==================== design 1
### Cell classes on the final placement, design 1

Bar = 50 um.
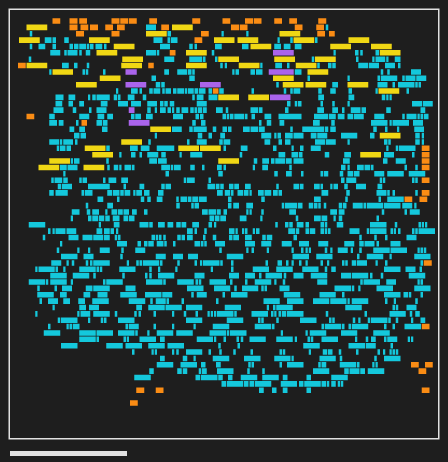

`config.mk`:
```
export PLATFORM = sky130hd
export DESIGN_NAME = neuron_mac
export DESIGN_NICKNAME = d
export VERILOG_FILES = /design/src/rtl/neuron_mac.sv
export SDC_FILE = /design/constraint.sdc
export NUM_CORES = 1
export LEC_CHECK = 0
export ABC_AREA = 0
export ABC_CLOCK_PERIOD_IN_PS = 11100
export CAP_MARGIN = 20
export CORE_UTILIZATION = 30
export DETAILED_ROUTE_END_ITERATION = 8
export HOLD_SLACK_MARGIN = 0.1
export PLACE_DENSITY = 0.42
export SYNTH_ARGS = -nofsm -noshare
export SYNTH_HDL_FRONTEND = slang
export SYNTH_SLANG_ARGS = --single-unit
export TNS_END_PERCENT = 50
```
`constraint.sdc`:
```
create_clock -name Clock -period 11.1 [get_ports Clock]
set_input_delay 1.11 -clock Clock [delete_from_list [all_inputs] [get_ports Clock]]
set_output_delay 1.11 -clock Clock [all_outputs]
set_load 0.01 [all_outputs]
```
`src/rtl/neuron_mac.sv`:
```
// Signed fixed-point dot-product neuron: streams N_INPUTS weight/feature pairs plus a bias word.
// Optional macro RELU_EN clamps negative results to zero in the DONE cycle.
module neuron_mac #(
    parameter int DATA_W    = 10,
    parameter int FRAC_BITS = 6,
    parameter int N_INPUTS  = 64,
    parameter int ADDR_W    = 7,
    parameter int ACC_W     = 28
) (
    input  logic              Clock,
    input  logic              Rst,
    input  logic              start,
    output logic [ADDR_W-1:0] w_addr,
    input  logic [DATA_W-1:0] w_data,
    output logic [ADDR_W-1:0] f_addr,
    input  logic [DATA_W-1:0] f_data,
    output logic              busy,
    output logic              done,
    output logic [DATA_W-1:0] result
);

    typedef enum logic [1:0] {IDLE, RUN, DRAIN, DONE} state_t;

    localparam logic signed [ACC_W-1:0] SAT_MAX = ACC_W'((2 ** (DATA_W - 1)) - 1);
    localparam logic signed [ACC_W-1:0] SAT_MIN = -SAT_MAX - ACC_W'(1);

    state_t                     state, state_nxt;
    logic [ADDR_W-1:0]          addr;
    logic                       last_addr;
    logic                       d_vld, d_bias;
    logic signed [2*DATA_W-1:0] prod;
    logic signed [ACC_W-1:0]    acc, acc_nxt, shifted;
    logic signed [DATA_W-1:0]   sat_val, res_val;

    assign last_addr = (addr == ADDR_W'(N_INPUTS));
    assign w_addr    = addr;
    assign f_addr    = addr;

    // NOTE: sequential state uses non-blocking assignments so every register samples pre-edge values.
    always_ff @(posedge Clock or posedge Rst) begin
        if (Rst) state <= IDLE;
        else     state <= state_nxt;
    end

    // NOTE: default assignment first keeps this combinational block from inferring latches.
    always_comb begin
        state_nxt = state;
        case (state)
            IDLE:    if (start) state_nxt = RUN;
            RUN:     if (last_addr) state_nxt = DRAIN;
            DRAIN:   state_nxt = DONE;
            DONE:    state_nxt = IDLE;
            default: state_nxt = IDLE;
        endcase
    end

    always_comb begin
        busy = (state != IDLE);
        done = (state == DONE);
    end

    // Address counter stops at N_INPUTS, so it can never wrap.
    always_ff @(posedge Clock or posedge Rst) begin
        if (Rst)                          addr <= '0;
        else if (state == RUN && !last_addr) addr <= addr + ADDR_W'(1);
        else                              addr <= '0;
    end

    // Read data lags the address by one cycle; track which word is arriving.
    always_ff @(posedge Clock or posedge Rst) begin
        if (Rst) begin
            d_vld  <= 1'b0;
            d_bias <= 1'b0;
        end else begin
            d_vld  <= (state == RUN);
            d_bias <= (state == RUN) && last_addr;
        end
    end

    always_comb begin
        prod    = $signed(w_data) * $signed(f_data);
        acc_nxt = acc;
        if (d_vld) begin
            if (d_bias) acc_nxt = acc + (ACC_W'($signed(w_data)) <<< FRAC_BITS);
            else        acc_nxt = acc + ACC_W'(prod);
        end
    end

    // Saturate the final sum; the result register is loaded on entry to DONE.
    always_comb begin
        shifted = acc_nxt >>> FRAC_BITS;
        if (shifted > SAT_MAX)      sat_val = DATA_W'(SAT_MAX);
        else if (shifted < SAT_MIN) sat_val = DATA_W'(SAT_MIN);
        else                        sat_val = shifted[DATA_W-1:0];
`ifdef RELU_EN
        res_val = (sat_val < 0) ? '0 : sat_val;
`else
        res_val = sat_val;
`endif
    end

    always_ff @(posedge Clock or posedge Rst) begin
        if (Rst)                acc <= '0;
        else if (state == IDLE) acc <= '0;
        else                    acc <= acc_nxt;
    end

    always_ff @(posedge Clock or posedge Rst) begin
        if (Rst)                 result <= '0;
        else if (state == DRAIN) result <= res_val;
    end

endmodule

```
==================== design 2
`src/rtl/hazard_pkg.sv`:
```
// Shared types for the forwarding/hazard unit: producer kinds, tracker entry, select encoding.
package hazard_pkg;

  // Tracker rd field is sized for the widest supported register index; narrower indices zero-extend.
  localparam int RD_MAX_W = 8;

  typedef enum logic [1:0] {
    KIND_ALU  = 2'd0,
    KIND_LOAD = 2'd1,
    KIND_LINK = 2'd2
  } kind_e;

  typedef struct packed {
    logic                valid;
    logic [RD_MAX_W-1:0] rd;
    logic                we;
    kind_e               kind;
  } trk_entry_t;

  localparam int SEL_REGFILE = 0;

  function automatic int sel_code(input int stage, input kind_e kind);
    return (kind == KIND_LINK) ? 2 * stage : 2 * stage - 1;
  endfunction

endpackage

```
`src/rtl/fwd_match.sv`:
```
// One source operand against every tracked producer: youngest match picks the bypass select,
// and a match on the EX-bound load raises the load-use flag.
module fwd_match
  import hazard_pkg::*;
#(
  parameter int REG_AW  = 5,
  parameter int NUM_ENT = 2,
  parameter int SEL_W   = 3
) (
  input  logic [REG_AW-1:0]           rs,
  input  logic [NUM_ENT-1:0]          ent_valid,
  input  logic [NUM_ENT-1:0]          ent_we,
  input  logic [NUM_ENT*RD_MAX_W-1:0] ent_rd,
  input  logic [NUM_ENT*2-1:0]        ent_kind,
  output logic [SEL_W-1:0]            sel,
  output logic                        load_use
);

  // Oldest first, so the youngest match overwrites and wins.
  always_comb begin
    sel      = SEL_W'(SEL_REGFILE);
    load_use = 1'b0;
    for (int i = NUM_ENT - 1; i >= 0; i--) begin
      if (ent_valid[i] && ent_we[i] &&
          (ent_rd[i*RD_MAX_W +: RD_MAX_W] != '0) &&
          (ent_rd[i*RD_MAX_W +: RD_MAX_W] == RD_MAX_W'(rs))) begin
        sel      = SEL_W'(sel_code(i + 1, kind_e'(ent_kind[i*2 +: 2])));
        load_use = (i == 0) && (kind_e'(ent_kind[i*2 +: 2]) == KIND_LOAD);
      end
    end
  end

endmodule

```
`src/rtl/fwd_hazard_unit.sv`:
```
// Registered forwarding-select and load-use stall controller between decode and EX.
// Optional HAZ_PERF_EN adds saturating stall/flush cycle counters.
module fwd_hazard_unit
  import hazard_pkg::*;
#(
  parameter  int REG_AW  = 5,
  parameter  int NUM_SRC = 2,
  parameter  int DEPTH   = 3,
  localparam int SEL_W   = $clog2(2 * (DEPTH - 1) + 1)
) (
  input  logic                      clk,
  input  logic                      rst_n,
  input  logic                      hold_i,
  input  logic                      flush_i,
  input  logic                      id_valid_i,
  input  logic [NUM_SRC*REG_AW-1:0] id_rs_i,
  input  logic [REG_AW-1:0]         id_rd_i,
  input  logic                      id_we_i,
  input  logic [1:0]                id_kind_i,
  output logic                      stall_o,
  output logic [NUM_SRC*SEL_W-1:0]  ex_fwd_sel_o,
`ifdef HAZAD_PERF_EN_UNUSED
`endif
`ifdef HAZ_PERF_EN
  output logic [31:0]               stall_cnt_o,
  output logic [31:0]               flush_cnt_o,
`endif
  output logic                      ex_valid_o
);

  // The WB-bound producer is not stored: regfile write-through already covers it.
  localparam int NUM_ENT = DEPTH - 1;

  trk_entry_t                   trk_reg [NUM_ENT];
  logic [NUM_ENT-1:0]           ent_valid;
  logic [NUM_ENT-1:0]           ent_we;
  logic [NUM_ENT*RD_MAX_W-1:0]  ent_rd;
  logic [NUM_ENT*2-1:0]         ent_kind;
  logic [NUM_SRC*SEL_W-1:0]     sel_next;
  logic [NUM_SRC-1:0]           load_use;
  logic [NUM_SRC*SEL_W-1:0]     sel_reg;
  logic                         valid_reg;
  logic                         bubble;
  trk_entry_t                   id_entry;

  genvar gi;
  generate
    for (gi = 0; gi < NUM_ENT; gi++) begin : g_flat
      assign ent_valid[gi]                     = trk_reg[gi].valid;
      assign ent_we[gi]                        = trk_reg[gi].we;
      assign ent_rd[gi*RD_MAX_W +: RD_MAX_W]   = trk_reg[gi].rd;
      assign ent_kind[gi*2 +: 2]               = trk_reg[gi].kind;
    end

    for (gi = 0; gi < NUM_SRC; gi++) begin : g_src
      fwd_match #(
        .REG_AW  (REG_AW),
        .NUM_ENT (NUM_ENT),
        .SEL_W   (SEL_W)
      ) u_match (
        .rs        (id_rs_i[gi*REG_AW +: REG_AW]),
        .ent_valid (ent_valid),
        .ent_we    (ent_we),
        .ent_rd    (ent_rd),
        .ent_kind  (ent_kind),
        .sel       (sel_next[gi*SEL_W +: SEL_W]),
        .load_use  (load_use[gi])
      );
    end
  endgenerate

  assign stall_o = (|load_use) & id_valid_i & ~flush_i & ~hold_i;
  assign bubble  = stall_o | flush_i | ~id_valid_i;

  always_comb begin
    id_entry       = '0;
    id_entry.valid = 1'b1;
    id_entry.rd    = RD_MAX_W'(id_rd_i);
    id_entry.we    = id_we_i;
    id_entry.kind  = kind_e'(id_kind_i);
  end

  always_ff @(posedge clk) begin
    if (!rst_n) begin
      for (int i = 0; i < NUM_ENT; i++) trk_reg[i] <= '0;
      sel_reg   <= '0;
      valid_reg <= 1'b0;
    end else if (!hold_i) begin
      for (int i = 1; i < NUM_ENT; i++) trk_reg[i] <= trk_reg[i-1];
      trk_reg[0] <= bubble ? '0 : id_entry;
      sel_reg    <= bubble ? '0 : sel_next;
      valid_reg  <= ~bubble;
    end
  end

  assign ex_fwd_sel_o = sel_reg;
  assign ex_valid_o   = valid_reg;

`ifdef HAZ_PERF_EN
  logic [31:0] stall_cnt_reg;
  logic [31:0] flush_cnt_reg;

  always_ff @(posedge clk) begin
    if (!rst_n) begin
      stall_cnt_reg <= '0;
      flush_cnt_reg <= '0;
    end else begin
      if (stall_o && (stall_cnt_reg != '1)) stall_cnt_reg <= stall_cnt_reg + 32'd1;
      if (flush_i && !hold_i && (flush_cnt_reg != '1)) flush_cnt_reg <= flush_cnt_reg + 32'd1;
    end
  end

  assign stall_cnt_o = stall_cnt_reg;
  assign flush_cnt_o = flush_cnt_reg;
`endif

endmodule

```
`config.mk`:
```
export PLATFORM = sky130hd
export DESIGN_NAME = fwd_hazard_unit
export DESIGN_NICKNAME = d
export VERILOG_FILES = /design/src/rtl/hazard_pkg.sv /design/src/rtl/fwd_match.sv /design/src/rtl/fwd_hazard_unit.sv
export SDC_FILE = /design/constraint.sdc
export NUM_CORES = 1
export LEC_CHECK = 0
export ABC_AREA = 1
export ABC_CLOCK_PERIOD_IN_PS = 3550
export CAP_MARGIN = 40
export CORE_UTILIZATION = 35
export DETAILED_ROUTE_END_ITERATION = 12
export DONT_BUFFER_PORTS = 1
export PLACE_DENSITY_LB_ADDON = 0.05
export SYNTH_ARGS = -nofsm -noshare
export SYNTH_HDL_FRONTEND = slang
export SYNTH_HIERARCHICAL = 1
export SYNTH_SLANG_ARGS = --single-unit
export TNS_END_PERCENT = 20
```
`constraint.sdc`:
```
create_clock -name clk -period 3.55 [get_ports clk]
set_input_delay 0.8875 -clock clk [delete_from_list [all_inputs] [get_ports clk]]
set_output_delay 0.8875 -clock clk [all_outputs]
set_load 0.02 [all_outputs]
```
### Routing congestion map, design 2

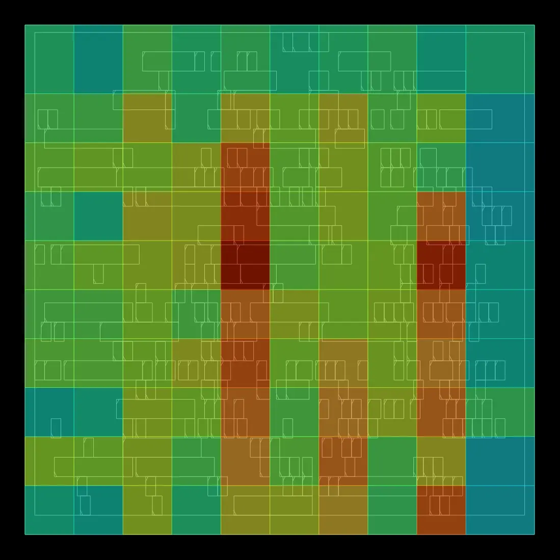
GRT met2 Usage: 24.3%
GR Layer Usage met3: 2.39%
Finished Core Util: 40.3%

### Cell classes on the final placement, design 2

Bar = 20 um.
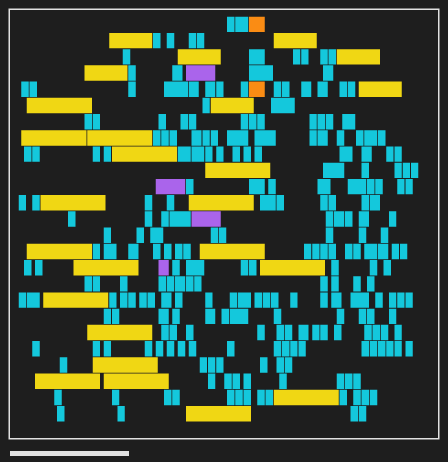
legend:
  remaining logic cells:
    colour: cyan
    cells: 252
    share_of_their_area: 59%
  clock drivers and dummy loads:
    colour: purple
    cells: 4
    share_of_their_area: 2.5%
  remaining buffers and delay cells:
    colour: orange
    cells: 2
    share_of_their_area: 0.82%
  sequential cells:
    colour: yellow
    cells: 25
    share_of_their_area: 37%
CORE AREA: 0.00469 sq mm
row count: 25

==> CHANGELOG.md, design 2 <==
### Implementation results

- Ys Warns: 6
- Worst setup path end: stall_o
- Hold_buf cts: 0
- Comb area: 855 sq um
- Async S/R FF share, synth: 0%
- Tcrit/Tclk final: around 83%
- Hold Path Class: register to register
- Non-clock inverter count in the final layout: roughly 60
- Number of clock buffers in the layout: 3
- Synth area leader: edfxtp_1
- Hold WS: around 0.56 ns
- Worst Hold Depth: 2
- GRT Total Usage: 14.9%
- Drt wl/cell: roughly 11 um
- R2r worst-path depth: 9
- Yosys cell count: approximately 260
- Worst R2R End: trk_reg[0][3]$_SDFFCE_PP0P_
- Cells after Synth: ~260
- Run status: finished, final reports clean
- Simple-Gate Area Share: between 40% and 50%
- Vias in the first global route: between 1000 and 1500
- Adder Share, Synth: 0%
- Tool Warnings: 26
- Cell count along the critical path: 8
- NonClk Buf Share: less than 1%
- Postcts setup bufs: 0
- Critical path launch point type: input pin
- Sum Neg Setup Slack: 0 ns
- Min cycle time layout: 2.94 ns
### Signal wires by layer, design 1

Bar = 50 um. Only two layers are drawn.
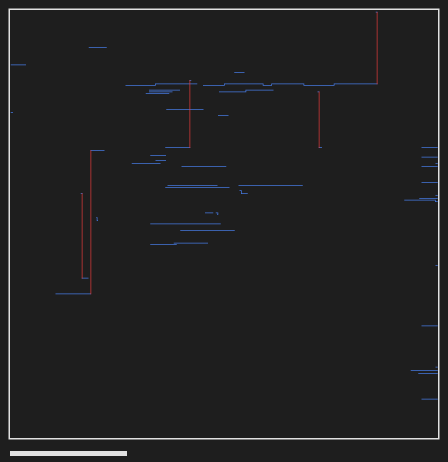
legend:
  M4:
    colour: red
    wire_length: 180 um
  M3:
    colour: blue
    wire_length: 529 um
routed vias: 7630
total wire length: 26800 um

### Where the registers sit, design 1

Bar = 50 um.
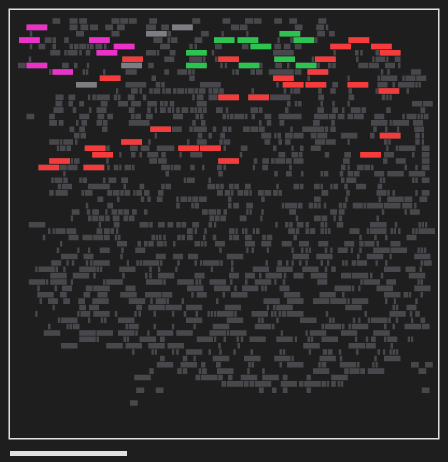
legend:
  f_addr:
    colour: magenta
    placed_flops: 7
    where: upper left
  acc:
    colour: red
    placed_flops: 28
  result:
    colour: green
    placed_flops: 10
    where: top centre
flop share of the area: 11.3%
Finished Core Util: 34.0%

## Picture notes: 'Cell classes on the final placement' of design 1
legend:
  remaining buffers and delay cells:
    colour: orange
    cells: 53
    share_of_their_area: 5.0%
  clock drivers and dummy loads:
    colour: purple
    cells: 8
    share_of_their_area: 1.7%
  sequential cells:
    colour: yellow
    cells: 49
    share_of_their_area: 12%
  remaining logic cells:
    colour: cyan
    cells: 1041
    share_of_their_area: 81%
CORE AREA: 0.0319 sq mm
row count: 65

==> CHANGELOG.md, design 1 <==
### Implementation results

- Run status: finished, final reports clean
- Flop Count: ~49
- Mux frac, synth: 0.638%
- Max_slew headroom: 36.9%
- Final Wtd Congestion: approximately 0.81
- Crit-path cells: clkdlybuf4s50_1 > nand2_1 > fa_1 > fa_1 > inv_1 > fa_1 > fa_1 > inv_1 > fa_1 > inv_1 > ha_1 > a21o_1 > o21bai_1 > nand2b_1 > o2111a_1 > or2_2 > o211ai_1 > and4b_1 > nand4_1 > o211ai_1 > o221ai_1
- Crit path max fanout: 9
- Crit-path max cell delay: roughly 0.8 ns
- NonClk Buf Share: between 4 and 5%
- Final hold viol count: 0
- Worst-margin pin slew: about 0.94 ns
- Nets@finish: roughly 1400
- Simple-Gate Area Share: around 16%
- IO buf count: 48
- Net Count, Synth: around 1400
- Repair and plain buffers: around 53
- Synthesized registers: ~49
- Tool Warnings: 31
- DP Wirelength: approximately 22000 um
- Syn Area/Cell: between 8 and 9 sq um

==> screenshots <==
Logic cells by family.
(a)
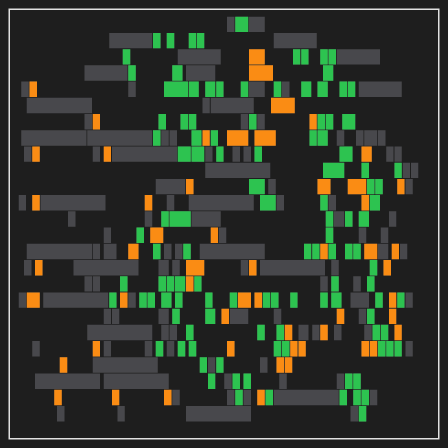
(b)
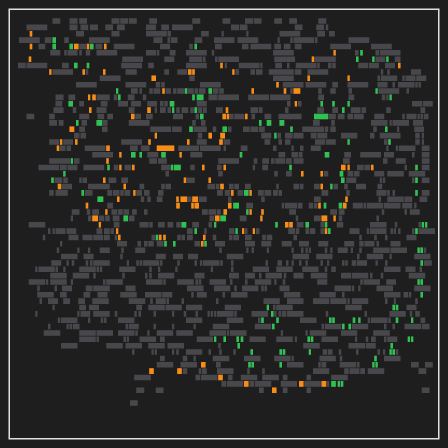
(b) comes from design 1.
(a) comes from design 2.


